######## vram_port_b_ctrl ########
vram_port_b_ctrl, gate-type map:
Scale bar: 50 um.
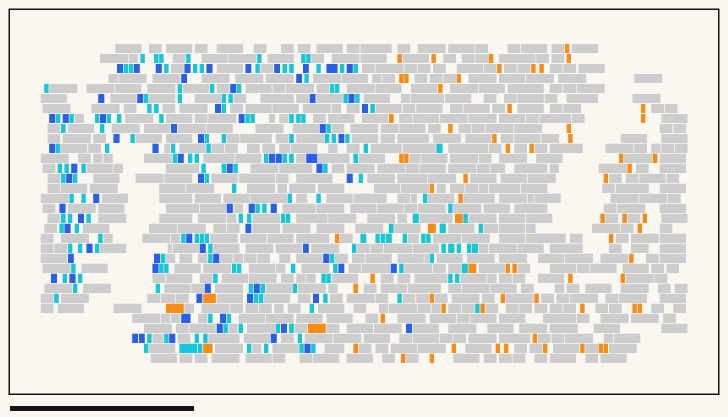

===== config.mk =====
export PLATFORM = sky130hd
export DESIGN_NAME = vram_port_b_ctrl
export DESIGN_NICKNAME = d
export VERILOG_FILES = /design/src/rtl/vram_pkg.sv /design/src/rtl/vram_rd_tag_pipe.sv /design/src/rtl/vram_port_b_ctrl.sv
export SDC_FILE = /design/constraint.sdc
export NUM_CORES = 1
export LEC_CHECK = 0
export CAP_MARGIN = 20
export CORE_ASPECT_RATIO = 0.5
export CORE_MARGIN = 8
export CORE_UTILIZATION = 34
export CTS_CLUSTER_SIZE = 10
export DETAILED_ROUTE_END_ITERATION = 10
export PLACE_DENSITY = 0.77
export SYNTH_ARGS = -nofsm -noshare
export SYNTH_HDL_FRONTEND = slang
export SYNTH_SLANG_ARGS = --single-unit

===== constraint.sdc =====
create_clock -name clk -period 1.1 [get_ports clk]
set_input_delay 0.22 -clock clk [delete_from_list [all_inputs] [get_ports clk]]
set_output_delay 0.22 -clock clk [all_outputs]
set_load 0.05 [all_outputs]

===== src/rtl/vram_pkg.sv =====
// -----------------------------------------------------------------------------
// vram_pkg
// Shared definitions for the PPU VRAM block:
//   - vram_op_e        : port-B command opcodes
//   - portb_state_e    : port-B sequencer states
//   - per-RAM address/data widths used when the VRAM top instantiates one
//     vram_port_b_ctrl per RAM (tile, pattern, palette, sprite)
// No ports (package only).
// -----------------------------------------------------------------------------
package vram_pkg;

  typedef enum logic [1:0] {
    WRITE = 2'd0,
    READ  = 2'd1,
    FILL  = 2'd2,
    NOP   = 2'd3
  } vram_op_e;

  typedef enum logic {
    ST_IDLE = 1'b0,
    ST_FILL = 1'b1
  } portb_state_e;

  localparam int TILE_ADDR_W    = 11;
  localparam int TILE_DATA_W    = 64;
  localparam int PATTERN_ADDR_W = 12;
  localparam int PATTERN_DATA_W = 64;
  localparam int PALETTE_ADDR_W = 8;
  localparam int PALETTE_DATA_W = 32;
  localparam int SPRITE_ADDR_W  = 8;
  localparam int SPRITE_DATA_W  = 64;

  // Byte-enable width for a RAM word of the given data width.
  function automatic int be_width(input int data_w);
    return data_w / 8;
  endfunction

endpackage


===== src/rtl/vram_rd_tag_pipe.sv =====
// -----------------------------------------------------------------------------
// vram_rd_tag_pipe
// Valid-bit shift register that tracks reads in flight through the RAM.
// A tag enters at stage 0 and leaves DEPTH cycles later; clr drops all tags
// synchronously.
// Ports:
//   clk        in  : clock
//   clr        in  : synchronous clear, active high
//   in_valid   in  : a read was issued this cycle
//   out_valid  out : the oldest tag is in the last stage (data is due now)
//   any_valid  out : at least one tag is in flight
// -----------------------------------------------------------------------------
module vram_rd_tag_pipe #(
  parameter int DEPTH = 3
) (
  input  logic clk,
  input  logic clr,
  input  logic in_valid,
  output logic out_valid,
  output logic any_valid
);

  logic [DEPTH-1:0] tags_q;
  logic [DEPTH-1:0] tags_d;

  // Shift every tag one stage towards the exit, new tag at stage 0.
  always_comb begin
    tags_d = {tags_q[DEPTH-2:0], in_valid};
  end

  // Tag register with synchronous clear.
  always_ff @(posedge clk) begin
    if (clr) begin
      tags_q <= {DEPTH{1'b0}};
    end else begin
      tags_q <= tags_d;
    end
  end

  assign out_valid = tags_q[DEPTH-1];
  assign any_valid = |tags_q;

endmodule


===== src/rtl/vram_port_b_ctrl.sv =====
// -----------------------------------------------------------------------------
// vram_port_b_ctrl
// CPU-side sequencer for port B of one VRAM block. Accepts WRITE, READ, FILL
// and NOP commands over valid/ready and drives the RAM's port B. Read data
// returns RD_LAT+2 cycles after acceptance, in issue order.
//
// Build option: define VRAM_PORTB_FILL_EN to enable multi-word FILL. Without
// it there is no FILL state or counter, FILL acts as a single WRITE and
// cmd_ready is 1 whenever reset is low.
//
// Ports:
//   clk, reset       : clock, synchronous active-high reset
//   cmd_valid/ready  : command handshake
//   cmd_op           : 0 WRITE, 1 READ, 2 FILL, 3 NOP
//   cmd_addr         : start word address
//   cmd_data         : write/fill word
//   cmd_byteena      : byte enables for WRITE/FILL
//   cmd_len          : FILL word count minus one
//   rd_valid/rd_data : registered read return (one-cycle pulse)
//   busy             : FILL running or reads in flight
//   ram_addr/ram_wrdata/ram_byteena/ram_wren : to RAM port B
//   ram_rddata       : from RAM port B
// -----------------------------------------------------------------------------
module vram_port_b_ctrl
  import vram_pkg::*;
#(
  parameter int ADDR_W = 11,
  parameter int DATA_W = 64,
  parameter int RD_LAT = 2
) (
  input  logic                  clk,
  input  logic                  reset,
  input  logic                  cmd_valid,
  output logic                  cmd_ready,
  input  logic [1:0]            cmd_op,
  input  logic [ADDR_W-1:0]     cmd_addr,
  input  logic [DATA_W-1:0]     cmd_data,
  input  logic [DATA_W/8-1:0]   cmd_byteena,
  input  logic [ADDR_W-1:0]     cmd_len,
  output logic                  rd_valid,
  output logic [DATA_W-1:0]     rd_data,
  output logic                  busy,
  output logic [ADDR_W-1:0]     ram_addr,
  output logic [DATA_W-1:0]     ram_wrdata,
  output logic [DATA_W/8-1:0]   ram_byteena,
  output logic                  ram_wren,
  input  logic [DATA_W-1:0]     ram_rddata
);

  localparam logic [ADDR_W-1:0] ADDR_ZERO = {ADDR_W{1'b0}};
  localparam logic [ADDR_W-1:0] ADDR_ONE  = {{(ADDR_W-1){1'b0}}, 1'b1};

  logic [ADDR_W-1:0]   ram_addr_q,    ram_addr_d;
  logic [DATA_W-1:0]   ram_wrdata_q,  ram_wrdata_d;
  logic [DATA_W/8-1:0] ram_byteena_q, ram_byteena_d;
  logic                ram_wren_q,    ram_wren_d;
  logic [DATA_W-1:0]   rd_data_q,     rd_data_d;
  logic                rd_valid_q,    rd_valid_d;

  logic                cmd_accept_s;
  logic                rd_issue_s;
  logic                tag_exit_s;
  logic                tag_any_s;
  vram_op_e            cmd_op_s;

`ifdef VRAM_PORTB_FILL_EN
  portb_state_e        state_q, state_d;
  logic [ADDR_W-1:0]   fill_cnt_q, fill_cnt_d;

  assign cmd_ready = (state_q == ST_IDLE) && !reset;
  assign busy      = (state_q == ST_FILL) || tag_any_s;
`else
  logic                unused_len_s;

  assign unused_len_s = ^cmd_len;
  assign cmd_ready    = !reset;
  assign busy         = tag_any_s;
`endif

  assign cmd_accept_s = cmd_valid && cmd_ready;
  assign cmd_op_s     = vram_op_e'(cmd_op);

  // Command decode and FILL sequencing; RAM port outputs hold by default.
  always_comb begin
    ram_addr_d    = ram_addr_q;
    ram_wrdata_d  = ram_wrdata_q;
    ram_byteena_d = ram_byteena_q;
    ram_wren_d    = 1'b0;
    rd_issue_s    = 1'b0;
`ifdef VRAM_PORTB_FILL_EN
    state_d       = state_q;
    fill_cnt_d    = fill_cnt_q;
`endif
    if (cmd_accept_s) begin
      case (cmd_op_s)
        WRITE: begin
          ram_addr_d    = cmd_addr;
          ram_wrdata_d  = cmd_data;
          ram_byteena_d = cmd_byteena;
          ram_wren_d    = 1'b1;
        end
        READ: begin
          ram_addr_d = cmd_addr;
          rd_issue_s = 1'b1;
        end
        FILL: begin
          // The first fill word goes out in the cycle right after acceptance,
          // so the FILL state only has to step the remaining words.
          ram_addr_d    = cmd_addr;
          ram_wrdata_d  = cmd_data;
          ram_byteena_d = cmd_byteena;
          ram_wren_d    = 1'b1;
`ifdef VRAM_PORTB_FILL_EN
          state_d       = ST_FILL;
          fill_cnt_d    = cmd_len;
`endif
        end
        NOP: begin
          ram_wren_d = 1'b0;
        end
        default: begin
          ram_wren_d = 1'b0;
        end
      endcase
    end else begin
`ifdef VRAM_PORTB_FILL_EN
      case (state_q)
        ST_FILL: begin
          // fill_cnt_q counts words still to write after the current one.
          if (fill_cnt_q == ADDR_ZERO) begin
            state_d = ST_IDLE;
          end else begin
            ram_addr_d = ram_addr_q + ADDR_ONE;
            ram_wren_d = 1'b1;
            fill_cnt_d = fill_cnt_q - ADDR_ONE;
          end
        end
        ST_IDLE: begin
          state_d = ST_IDLE;
        end
        default: begin
          state_d = ST_IDLE;
        end
      endcase
`else
      ram_wren_d = 1'b0;
`endif
    end
  end

  // Read return: capture RAM data when the oldest tag leaves the pipe.
  always_comb begin
    rd_valid_d = tag_exit_s;
    if (tag_exit_s) begin
      rd_data_d = ram_rddata;
    end else begin
      rd_data_d = rd_data_q;
    end
  end

  // Output and state registers.
  always_ff @(posedge clk) begin
    if (reset) begin
      ram_addr_q    <= ADDR_ZERO;
      ram_wrdata_q  <= {DATA_W{1'b0}};
      ram_byteena_q <= {(DATA_W/8){1'b1}};
      ram_wren_q    <= 1'b0;
      rd_data_q     <= {DATA_W{1'b0}};
      rd_valid_q    <= 1'b0;
`ifdef VRAM_PORTB_FILL_EN
      state_q       <= ST_IDLE;
      fill_cnt_q    <= ADDR_ZERO;
`endif
    end else begin
      ram_addr_q    <= ram_addr_d;
      ram_wrdata_q  <= ram_wrdata_d;
      ram_byteena_q <= ram_byteena_d;
      ram_wren_q    <= ram_wren_d;
      rd_data_q     <= rd_data_d;
      rd_valid_q    <= rd_valid_d;
`ifdef VRAM_PORTB_FILL_EN
      state_q       <= state_d;
      fill_cnt_q    <= fill_cnt_d;
`endif
    end
  end

  vram_rd_tag_pipe #(
    .DEPTH (RD_LAT + 1)
  ) u_rd_tag_pipe (
    .clk       (clk),
    .clr       (reset),
    .in_valid  (rd_issue_s),
    .out_valid (tag_exit_s),
    .any_valid (tag_any_s)
  );

  // A write scheduled for the reset cycle is suppressed so a FILL stops
  // immediately instead of one word late.
  assign ram_wren    = ram_wren_q && !reset;
  assign ram_addr    = ram_addr_q;
  assign ram_wrdata  = ram_wrdata_q;
  assign ram_byteena = ram_byteena_q;
  assign rd_valid    = rd_valid_q;
  assign rd_data     = rd_data_q;

endmodule


######## stopwatch_bcd ########
$ cat config.mk
export PLATFORM = sky130hd
export DESIGN_NAME = stopwatch_bcd
export DESIGN_NICKNAME = d
export VERILOG_FILES = /design/src/rtl/stopwatch_pkg.sv /design/src/rtl/stopwatch_bcd_digit.sv /design/src/rtl/stopwatch_bcd.sv
export SDC_FILE = /design/constraint.sdc
export NUM_CORES = 1
export LEC_CHECK = 0
export CORE_MARGIN = 4
export CORE_UTILIZATION = 44
export DETAILED_ROUTE_END_ITERATION = 7
export GPL_ROUTABILITY_DRIVEN = 0
export HOLD_SLACK_MARGIN = 0.05
export PLACE_DENSITY = 0.77
export REMOVE_ABC_BUFFERS = 1
export SLEW_MARGIN = 0
export SYNTH_ARGS = -nofsm -noshare
export SYNTH_HDL_FRONTEND = slang
export SYNTH_SLANG_ARGS = --single-unit
$ cat constraint.sdc
create_clock -name clk -period 1.6 [get_ports clk]
set_clock_uncertainty 0.05 [all_clocks]
set_input_delay 0.16 -clock clk [delete_from_list [all_inputs] [get_ports clk]]
set_output_delay 0.16 -clock clk [all_outputs]
set_load 0.02 [all_outputs]
$ cat src/rtl/stopwatch_pkg.sv
// Shared definitions for the BCD stopwatch: FSM state encoding, digit
// width and per-digit moduli for the M:SS.T display chain.
package stopwatch_pkg;

  localparam int BCD_W    = 4;

  localparam int DIG0_MOD = 10;  // tenths of seconds
  localparam int DIG1_MOD = 10;  // seconds units
  localparam int DIG2_MOD = 6;   // seconds tens
  localparam int DIG3_MOD = 10;  // minutes

  typedef enum logic [1:0] {
    IDLE  = 2'd0,
    RUN   = 2'd1,
    PAUSE = 2'd2
  } sw_state_e;

endpackage

$ cat src/rtl/stopwatch_bcd_digit.sv
// One modulo-MOD BCD digit. Counts up on inc, wraps to 0 after MOD-1 and
// raises carry in that same cycle so the next digit advances together.
// clr has priority over inc.
module bcd_digit
  import stopwatch_pkg::*;
#(
  parameter int MOD = 10
) (
  input  logic             clk,
  input  logic             rst,
  input  logic             clr,
  input  logic             inc,
  output logic [BCD_W-1:0] q,
  output logic             carry
);

  localparam logic [BCD_W-1:0] TOP = BCD_W'(MOD - 1);

  logic [BCD_W-1:0] q_q;
  logic [BCD_W-1:0] q_d;

  // next digit value: clear, wrap at the top, or step by one
  always_comb begin
    q_d = q_q;
    if (clr) begin
      q_d = '0;
    end else if (inc) begin
      q_d = (q_q == TOP) ? '0 : q_q + 1'b1;
    end
  end

  // digit register
  always_ff @(posedge clk or posedge rst) begin
    if (rst) begin
      q_q <= '0;
    end else begin
      q_q <= q_d;
    end
  end

  assign q     = q_q;
  assign carry = inc & (q_q == TOP);

endmodule

$ cat src/rtl/stopwatch_bcd.sv
// BCD stopwatch M:SS.T driven by a 0.1 s tick strobe.
// Holds the IDLE/RUN/PAUSE control FSM, the overflow/saturation logic and
// the four chained BCD digits.
// Optional feature macro: STOPWATCH_LAP_EN (lap freeze register on the
// display outputs). Without it the lap input is ignored.
module stopwatch_bcd
  import stopwatch_pkg::*;
#(
  parameter bit WRAP     = 1'b1,
  parameter int ID_WIDTH = BCD_W
) (
  input  logic                clk,
  input  logic                rst,
  input  logic                tick,
  input  logic                go,
  input  logic                stop,
  input  logic                clr,
  input  logic                lap,
  output logic [ID_WIDTH-1:0] d0,
  output logic [ID_WIDTH-1:0] d1,
  output logic [ID_WIDTH-1:0] d2,
  output logic [ID_WIDTH-1:0] d3,
  output logic                running,
  output logic                ovf
);

  sw_state_e state_q, state_d;
  logic      running_q, running_d;
  logic      ovf_q, ovf_d;

  logic [BCD_W-1:0] l0, l1, l2, l3;
  logic             c0, c1, c2, c3;
  logic             at_max;
  logic             cnt_evt;
  logic             ovf_evt;
  logic             hold;
  logic             inc0;
  logic [4*BCD_W-1:0] live;
  logic [4*BCD_W-1:0] disp;

  // 9:59.9 is the last representable time
  assign at_max  = (l3 == BCD_W'(DIG3_MOD - 1)) && (l2 == BCD_W'(DIG2_MOD - 1)) &&
                   (l1 == BCD_W'(DIG1_MOD - 1)) && (l0 == BCD_W'(DIG0_MOD - 1));
  // a tick coinciding with stop or clr is dropped
  assign cnt_evt = (state_q == RUN) & tick & ~stop & ~clr;
  assign ovf_evt = cnt_evt & at_max;
  // saturating build freezes the digits at 9:59.9
  assign hold    = ovf_evt & ~WRAP;
  assign inc0    = cnt_evt & ~hold;

  bcd_digit #(.MOD(DIG0_MOD)) u_dig0 (
    .clk(clk), .rst(rst), .clr(clr), .inc(inc0), .q(l0), .carry(c0)
  );
  bcd_digit #(.MOD(DIG1_MOD)) u_dig1 (
    .clk(clk), .rst(rst), .clr(clr), .inc(c0),   .q(l1), .carry(c1)
  );
  bcd_digit #(.MOD(DIG2_MOD)) u_dig2 (
    .clk(clk), .rst(rst), .clr(clr), .inc(c1),   .q(l2), .carry(c2)
  );
  bcd_digit #(.MOD(DIG3_MOD)) u_dig3 (
    .clk(clk), .rst(rst), .clr(clr), .inc(c2),   .q(l3), .carry(c3)
  );

  // minute carry-out has no consumer; wrap is handled by the digit itself
  logic unused_c3;
  assign unused_c3 = c3;

  assign live = {l3, l2, l1, l0};

  // control FSM next state with clr > stop > go priority; the first
  // saturation in the non-wrapping build parks the watch in PAUSE, while a
  // resumed run after overflow stays in RUN with digits held
  always_comb begin
    state_d = state_q;
    if (clr) begin
      state_d = IDLE;
    end else if (stop) begin
      if (state_q == RUN) begin
        state_d = PAUSE;
      end
    end else if (hold && !ovf_q) begin
      state_d = PAUSE;
    end else if (go) begin
      state_d = RUN;
    end
  end

  // sticky overflow flag and registered running indicator
  always_comb begin
    ovf_d     = ovf_q;
    running_d = (state_d == RUN);
    if (clr) begin
      ovf_d = 1'b0;
    end else if (ovf_evt) begin
      ovf_d = 1'b1;
    end
  end

  // control registers
  always_ff @(posedge clk or posedge rst) begin
    if (rst) begin
      state_q   <= IDLE;
      running_q <= 1'b0;
      ovf_q     <= 1'b0;
    end else begin
      state_q   <= state_d;
      running_q <= running_d;
      ovf_q     <= ovf_d;
    end
  end

`ifdef STOPWATCH_LAP_EN
  logic               frz_q, frz_d;
  logic [4*BCD_W-1:0] lap_q, lap_d;

  // lap toggles between snapshotting the live time and releasing the freeze
  always_comb begin
    frz_d = frz_q;
    lap_d = lap_q;
    if (clr) begin
      frz_d = 1'b0;
      lap_d = '0;
    end else if (lap) begin
      if (!frz_q) begin
        lap_d = live;
        frz_d = 1'b1;
      end else begin
        frz_d = 1'b0;
      end
    end
  end

  // lap snapshot registers
  always_ff @(posedge clk or posedge rst) begin
    if (rst) begin
      frz_q <= 1'b0;
      lap_q <= '0;
    end else begin
      frz_q <= frz_d;
      lap_q <= lap_d;
    end
  end

  assign disp = frz_q ? lap_q : live;
`else
  logic unused_lap;
  assign unused_lap = lap;
  assign disp       = live;
`endif

  assign d0      = disp[0*BCD_W +: BCD_W];
  assign d1      = disp[1*BCD_W +: BCD_W];
  assign d2      = disp[2*BCD_W +: BCD_W];
  assign d3      = disp[3*BCD_W +: BCD_W];
  assign running = running_q;
  assign ovf     = ovf_q;

endmodule

######## fetch_controller ########
<file path="config.mk">
export PLATFORM = sky130hd
export DESIGN_NAME = fetch_controller
export DESIGN_NICKNAME = d
export VERILOG_FILES = /design/src/rtl/fetch_controller.sv
export SDC_FILE = /design/constraint.sdc
export NUM_CORES = 1
export LEC_CHECK = 0
export CAP_MARGIN = 30
export CORE_UTILIZATION = 41
export CTS_CLUSTER_DIAMETER = 80
export DETAILED_ROUTE_END_ITERATION = 10
export PLACE_DENSITY = 0.83
export SLEW_MARGIN = 30
export SYNTH_ARGS = -nofsm -noshare
export SYNTH_HDL_FRONTEND = slang
export SYNTH_SLANG_ARGS = --single-unit
</file>
<file path="constraint.sdc">
create_clock -name clk -period 3.1 [get_ports clk]
set_input_delay 0.62 -clock clk [delete_from_list [all_inputs] [get_ports clk]]
set_output_delay 0.62 -clock clk [all_outputs]
set_load 0.02 [all_outputs]
</file>
<file path="src/rtl/fetch_controller.sv">
// -----------------------------------------------------------------------------
// fetch_controller
//
// Instruction fetch front end with a program-memory loader port.
//   IDLE  : nothing fetched; waits for run (priority) or a loader request.
//   FETCH : reads program memory at pc and presents the word to decode through
//           a single valid/ready output register. A word whose opcode nibble is
//           4'b0000 is a JMP: it is consumed here and never presented. An
//           execute-stage redirect (br_valid) flushes the output register.
//   LOAD  : the loader writes one word per cycle into program memory.
//
// Ports
//   clk                 clock, rising edge
//   rst                 asynchronous reset, active low
//   run                 1 = fetch enabled, 0 = stop fetching / allow loading
//   mem_addr[7:0]       program memory address (pc, or ld_addr while loading)
//   mem_rdata[15:0]     combinational read data for mem_addr
//   mem_wdata[15:0]     program memory write data (0 outside LOAD)
//   mem_we              program memory write strobe
//   ld_req/ld_addr/ld_data   loader write request, address and data
//   ld_gnt              loader word accepted this cycle
//   br_valid/br_target  redirect request and target
//   instr_valid/instr/instr_pc  registered instruction to decode and its address
//   instr_ready         decode accepts instr when instr_valid & instr_ready
// -----------------------------------------------------------------------------
module fetch_controller (
    input  logic        clk,
    input  logic        rst,
    input  logic        run,
    output logic [7:0]  mem_addr,
    input  logic [15:0] mem_rdata,
    output logic [15:0] mem_wdata,
    output logic        mem_we,
    input  logic        ld_req,
    input  logic [7:0]  ld_addr,
    input  logic [15:0] ld_data,
    output logic        ld_gnt,
    input  logic        br_valid,
    input  logic [7:0]  br_target,
    output logic        instr_valid,
    output logic [15:0] instr,
    output logic [7:0]  instr_pc,
    input  logic        instr_ready
);

    typedef enum logic [1:0] {
        S_IDLE  = 2'd0,
        S_FETCH = 2'd1,
        S_LOAD  = 2'd2
    } state_t;

    state_t      state_q, state_d;
    logic [7:0]  pc_q, pc_d;
    logic [15:0] instr_q, instr_d;
    logic [7:0]  ipc_q, ipc_d;
    logic        vld_q, vld_d;

    // The output register may take a new word when it is empty or when decode
    // is consuming the current one this cycle.
    logic load_opp;
    logic is_jmp;

    assign load_opp = !vld_q || instr_ready;
    assign is_jmp   = (mem_rdata[15:12] == 4'b0000);

    // State register
    always_ff @(posedge clk or negedge rst) begin
        if (!rst) begin
            state_q <= S_IDLE;
            pc_q    <= 8'd0;
            instr_q <= 16'd0;
            ipc_q   <= 8'd0;
            vld_q   <= 1'b0;
        end else begin
            state_q <= state_d;
            pc_q    <= pc_d;
            instr_q <= instr_d;
            ipc_q   <= ipc_d;
            vld_q   <= vld_d;
        end
    end

    // Next-state and datapath update
    always_comb begin
        state_d = state_q;
        pc_d    = pc_q;
        instr_d = instr_q;
        ipc_d   = ipc_q;
        vld_d   = vld_q;

        case (state_q)
            S_IDLE: begin
                vld_d = 1'b0;
                if (run) begin
                    state_d = S_FETCH;
                end else if (ld_req) begin
                    state_d = S_LOAD;
                end
            end

            S_LOAD: begin
                // run is deliberately ignored: a load burst finishes first.
                vld_d = 1'b0;
                if (!ld_req) begin
                    state_d = S_IDLE;
                end
            end

            S_FETCH: begin
                if (!run) begin
                    // Stop: drop the pending word but keep pc; a coincident
                    // redirect still lands so restart resumes at the target.
                    state_d = S_IDLE;
                    vld_d   = 1'b0;
                    if (br_valid) begin
                        pc_d = br_target;
                    end
                end else if (br_valid) begin
                    // Redirect flushes even a stalled word.
                    pc_d  = br_target;
                    vld_d = 1'b0;
                end else if (load_opp) begin
                    if (is_jmp) begin
                        // JMP is resolved here and leaves a one-cycle bubble.
                        pc_d  = mem_rdata[7:0];
                        vld_d = 1'b0;
                    end else begin
                        instr_d = mem_rdata;
                        ipc_d   = pc_q;
                        vld_d   = 1'b1;
                        pc_d    = pc_q + 8'd1;   // wraps 255 -> 0
                    end
                end
            end

            default: begin
                state_d = S_IDLE;
                vld_d   = 1'b0;
            end
        endcase
    end

    // Outputs: the loader only reaches memory while in LOAD.
    always_comb begin
        mem_addr  = pc_q;
        mem_wdata = 16'd0;
        mem_we    = 1'b0;
        ld_gnt    = 1'b0;
        if (state_q == S_LOAD) begin
            mem_addr  = ld_addr;
            mem_wdata = ld_data;
            mem_we    = ld_req;
            ld_gnt    = ld_req;
        end
    end

    assign instr_valid = vld_q;
    assign instr       = instr_q;
    assign instr_pc    = ipc_q;

endmodule

</file>
fetch_controller, wiring by layer:
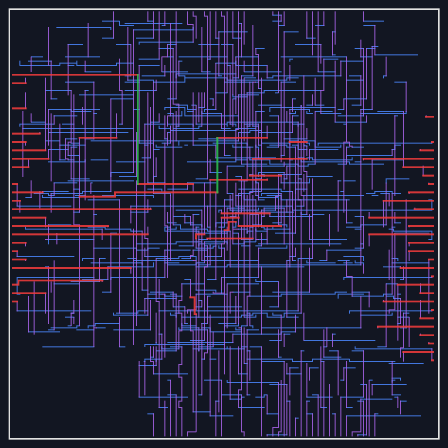
Blue stands for M1, wire length 2000 um. Green stands for M4, wire length 26.5 um. Red stands for M3, wire length 377 um. Purple stands for M2, wire length 2540 um.
per-cell routed wire length: 15.0 um
Vias: 1711
Total GRT Usage: 0.217
WL final: 4.95 mm

==> Changelog: implementation, fetch_controller <==
## Flow update

- Crit-path cells: nor2b_1 -> buf_4 -> mux2_2 -> clkdlybuf4s50_1
- Net count after synthesis: ~230
- Area-dominant class: non-clock buffers
- Nets: approximately 330
- Place WS: between 0.6 and 0.7 ns
- Met2 WL: around 2.5 mm
- Dominant synthesized flop cell: dfrtp_1
- Status: complete, no violations
- Clk ins delay skew pair: 0.29 ns
- Pint: ~1300 uW
- Critical Path RT: 2.48 ns
- GP Congestion: between 0.7 and 0.8
- Final WS setup: 0.524 ns
- Relative slew slack: 0.480
- # clk buffers: 6
- Clock network power share: 0.250
- Max incr delay on CP: 0.54 ns
- Tap Count: between 50 and 60
- R2R Setup Slk: about 1.4 ns
- I/O Pins: between 100 and 150
- Critical Path Fanout Max: 22
- DRC violations left: 0
- First-pass GRT wire length: 8.16 mm
- ANT cells: 0
- Worst hold slack: just over 0.4 ns
- Crit share post-route: 0.831
- Non-filler instance count after layout: ~330
- Final Max Slew Viols: 0
- Met1 Usage GRT: 0.267
- Synth-to-Final Area Change: 64.8%
- YS chip area: roughly 0.0019 mm2
- Most frequently placed logic cell in the final layout: clkdlybuf4s50_1
- Final setup vio count: 0
- Detailed Place HPWL: about 3.7 mm
- CTS Sinks: 35
- FMAX: 388 MHz
- Comb area share: 0.291
- Comb. pwr: 770 uW
- WL met3: 376 um
- Post_cts resized: 0
- Finished layout cell area: 0.00306 mm2
- Detailed Routing Iterations Pass 1: 4
- Comb power frac: 0.399
- GRT busiest layer: met2
- Switching fraction of total power: 0.310
- Tool warnings: 26
- Hold Vio Cnt, Final: 0
- Number of antenna-violating nets in the routed design: 0
- # rows: 24
- Largest net degree at the start of global routing: 36
- Cts bufs inserted: 5
- Crit path launch: state_q[0]$_DFFE_PN0P_
- Clock root buffer: clkbuf_8
[fetch_controller: cells in the mapped netlist, types with 2 or more instances]
| cell type | instances | area share |
|---|---|---|
| nor2_1 | 5 | 0.010 |
| a31o_1 | 2 | 0.0094 |
| dfrtp_1 | 35 | 0.47 |
| nand2b_1 | 3 | 0.010 |
| clkbuf_1 | 5 | 0.010 |
| or3_1 | 3 | 0.010 |
| nand2_1 | 17 | 0.034 |
| buf_2 | 3 | 0.0081 |
| a21oi_1 | 3 | 0.0081 |
| nor2b_1 | 4 | 0.013 |
| o22a_1 | 3 | 0.014 |
| buf_6 | 3 | 0.018 |
| o21ai_1 | 3 | 0.0081 |
| and2_1 | 17 | 0.057 |
| nand3_1 | 5 | 0.013 |
| inv_1 | 4 | 0.0081 |
| o21ai_0 | 5 | 0.013 |
| a31oi_1 | 3 | 0.010 |
| mux2_2 | 30 | 0.18 |
[fetch_controller: logic make-up after synthesis]
group,count (synthesis),synth area share
adder cells (fa/ha/maj),1,0.00673
AND-OR/OR-AND,27,0.102
buffers and inverters,16,0.0485
flip-flops,35,0.471
AND/OR/NAND/NOR,61,0.180
multiplexers,30,0.182
XOR/XNOR,2,0.00943
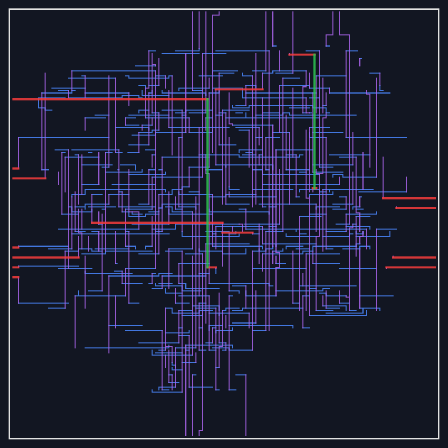
stopwatch_bcd: wiring by layer
Purple stands for M2, wire length 1500 um. Red stands for M3, wire length 101 um. Blue stands for M1, wire length 1240 um. Green stands for M4, wire length 41.5 um.

stopwatch_bcd, gate-type map:
Scale bar: 20 um.
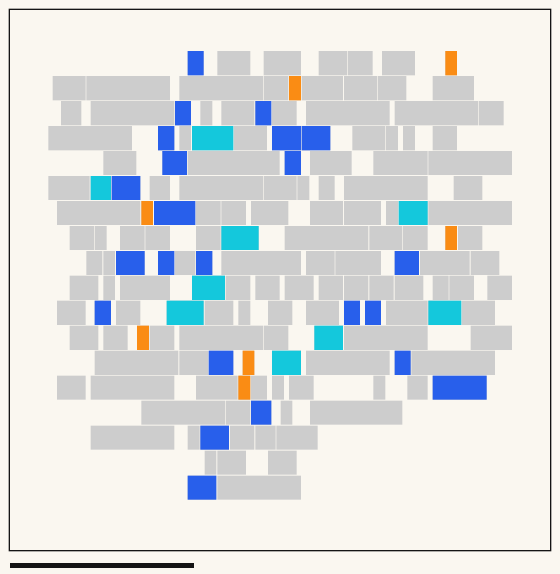
Orange stands for inv cells, cells 7. Blue stands for aoi and oai cells, cells 23. Cyan stands for and/or cells, cells 9.
Comb area share: 0.396
most frequently placed logic cell in the final layout: buf_4
non-filler instance count after layout: 188

==> Changelog: implementation, stopwatch_bcd <==
## Flow update

- Tmin final: roughly 1.7 ns
- Final setup vio count: 1
- Synth Area in Simple Gates: 0.260
- Failing checks: setup timing
- Largest net degree at the start of global routing: 21
- Warnings, synthesis: 0
- Status: finished, violations left
- WL final: roughly 2.9 mm
- ANT cells: 0
- Die Y: approximately 59 um
- Leak pwr: 0.000864 uW
- Vias: ~1000
- CP delay by family, top: simple AND/OR/NAND/NOR gates
- Synth Area in Adders: 0.0880
- Detailed Routing Iterations Pass 1: 4
- Unrepaired setup endpoints after global routing: true
- Setup_tns: -0.0500 ns
- Final WS setup: -0.0500 ns
- Aoi share: 0.152
- Clock root buffer: clkbuf_4
- Most common logic cells in the final layout: buf_4 (22), dfrtp_1 (20), dlygate4sd2_1 (11)
==> stopwatch_bcd: power by group <==
part	total (uW)	switching, uW	internal (uW)	leakage (uW)
combinational	72.9	37.6	35.4	0.000566
clock	296	157	139	0.0000210
sequential	514	4.69	510	0.000278
total	883	199	684	0.000864
==> stopwatch_bcd: path summary, 6_finish.rpt <==
kind / endpoint / slack [ns]
min: u_dig1.q[3]$_DFFE_PP0P_ / 0.15
min in group clk: ovf$_DFFE_PP0P_ / 0.46
max reg2reg: u_dig3.q[1]$_DFFE_PP0P_ / -0.05
min reg2reg: ovf$_DFFE_PP0P_ / 0.46
max in group asynchronous: u_dig2.q[2]$_DFFE_PP0P_ / 1.15
max: u_dig3.q[1]$_DFFE_PP0P_ / -0.05
==> stopwatch_bcd: stage by stage <==
| stage | hold WS, ns | cell area [um2] | util | power, uW |
|---|---|---|---|---|
| 5_1_grt | 0.147 | 1690 | 0.684 | 921 |
| 4_1_cts | 0.129 | 1620 | 0.654 | 892 |
| 2_1_floorplan | 0.0738 | 1120 | - | 551 |
| 3_5_place_dp | 0.433 | 1550 | 0.625 | 594 |
| 6_report | 0.145 | 1690 | 0.684 | 883 |
| 3_3_place_gp | 0.429 | 1550 | 0.625 | 592 |
vram_port_b_ctrl, pin placement:
Pins as bars across the die edge, other pins in gray.
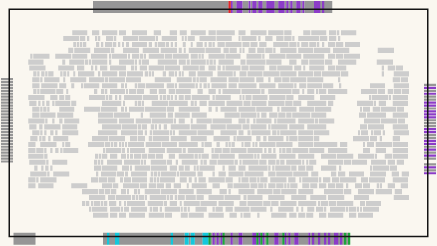
Cyan stands for ram_addr, pins 11, direction output, edge bottom. Red stands for reset, pins 1, direction input, edge top. Purple stands for rd_data, pins 64, direction output, edge 25 top, 24 bottom, 15 right. Green stands for cmd_byteena, pins 8, direction input, edge bottom.

vram_port_b_ctrl, sequential cells grouped by signal name:
Other sequential cells in the stronger gray, the rest of the logic in the fainter gray.
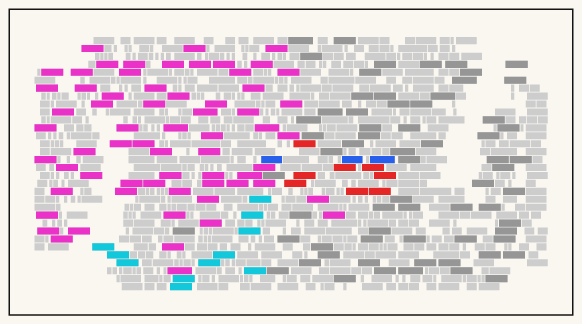
Red stands for ram_byteena, sequential cells 8, where center. Magenta stands for ram_wrdata, sequential cells 64. Blue stands for u_rd_tag_pipe.tags_q, sequential cells 3. Cyan stands for ram_addr, sequential cells 11.
Another 66 sequential cells are not colored.
FF+latch area: 0.00326 mm2
Seq area share: 0.284
fin util: 0.748
P_seq: 5860 uW

About 'gate-type map' of vram_port_b_ctrl:
Blue stands for aoi and oai cells, cells 76. Orange stands for nor cells, cells 71. Cyan stands for nand cells, cells 175.
Comb area share: 0.180
non-filler instance count after layout: 1142

==> Changelog: implementation, vram_port_b_ctrl <==
## Flow update

- Startpoint types: register
- Unrepaired setup endpoints after global routing: true
- Max incr delay on CP: 0.38 ns
- Switching fraction of total power: 0.262
- Tool warnings: about 40
- Finished layout cell area: between 0.01 and 0.015 mm2
- Failing checks: setup timing
- CTS tree: yes
- Post_cts resized: 167
- Layout cells sized above 1: 0.435
- Largest area contributor in the netlist: dfxtp_1
- Worst-Margin Slew: ~0.32 ns
- Die Y: ~100 um
- Crit path launch: u_rd_tag_pipe.tags_q[2]$_SDFF_PP0_
- CTS Sinks: between 150 and 200
- Met2 WL: ~12 mm
- Worst hold start: reset
- Nets: 1090
- Synth unique cells: 19
- CP delay by family, top: simple AND/OR/NAND/NOR gates
- Yosys Instances: 583
- Synth-to-Final Area Change: 116%
- Final WS setup: -0.405 ns
- Setup repair bufs after CTS: 12
- FMAX: between 600 and 700 MHz
- CTS Buffer Depth: 2
- I/O Pins: about 310
- Top Consumer: sequential cells
- Detailed Place HPWL: 15.4 mm
- Final setup vio count: approximately 210
- Vias in the first global route: 5704
- Status: finished, violations left
- Place WS: -0.495 ns
- Critical Path Fanout Max: 2
- Most common logic cells in the final layout: nand2_1 (166), buf_12 (162), clkdlybuf4s50_1 (148)
- Post-synth seq share: 0.574
- Syn Area/Cell: between 9 and 10 um2
- Width of the die: 193 um
- Final Power: between 10000 and 15000 uW
- Aoi share: 0.0741
- Number of antenna-violating nets in the routed design: 0
- Pint: around 10000 uW
- Net count after synthesis: 746
- GR met2 Demand/Resource: 0.402
- Detailed Routing Iterations Pass 1: 4
- Clock root buffer: clkbuf_16
- Vias: between 5000 and 6000
- CTS Hold Bufs: 0
- Relative slew slack: 0.783
- FP Util: 0.346
- Mux cell area share after synthesis: 0.121
- Cts bufs inserted: 17
- YS chip area: roughly 0.0053 mm2
- Total GRT Usage: 0.205
- ANT cells: 0
- Clk power: 5640 uW
- H-tree depth: 4
## vram_port_b_ctrl: synth_stat cells
library cell  instances
nand2b_1              1
nor3b_1               1
buf_4                17
nor4bb_1              1
mux2i_1              64
a21oi_1              75
clkbuf_1             14
a21boi_0              1
nor2_1               64
nand3_1               8
nor2b_1               5
dfxtp_1             152
or3_1                 1
a21bo_2               1
buf_1                 1
clkinv_1              1
buf_6                 4
buf_2                 6
nand2_1             166
## vram_port_b_ctrl: final cells by class
type	count	share of cell area
Clock buffer	18	0.0374
Clock inverter	12	0.0114
Multi-Input combinational cell	388	0.180
Tap cell	204	0.0222
Inverter	1	0.000327
Sequential cell	152	0.284
Timing Repair Buffer	367	0.465
## vram_port_b_ctrl: path summary, 6_finish.rpt
check	to	slack, ns	depth (start not counted)
min	ram_addr[6]$_SDFFE_PP0P_	0.13	2
max	busy	-0.40	2
min reg2reg	u_rd_tag_pipe.tags_q[2]$_SDFF_PP0_	0.46	1
max reg2reg	rd_data[12]$_SDFFE_PP0P_	-0.13	6


==> gallery <==
Clock routing.
picture 1
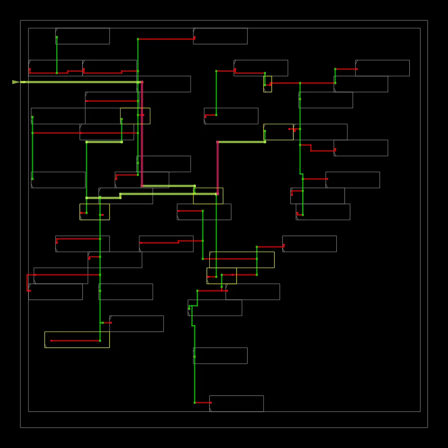
picture 2
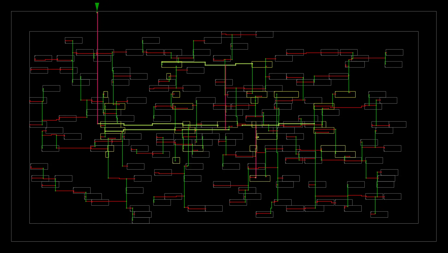
picture 3
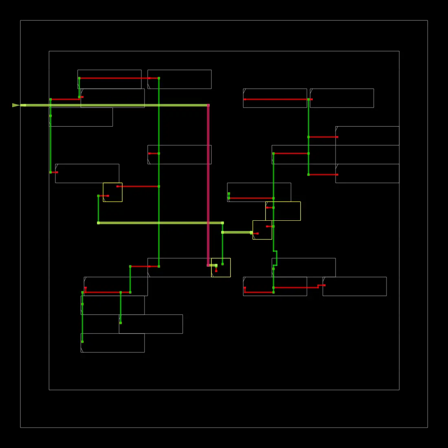
- fetch_controller = picture 1
- stopwatch_bcd = picture 3
- vram_port_b_ctrl = picture 2
The one with the most clock buffers is picture 2.

No activity file was given, so power comes from the tool's default toggle rates.
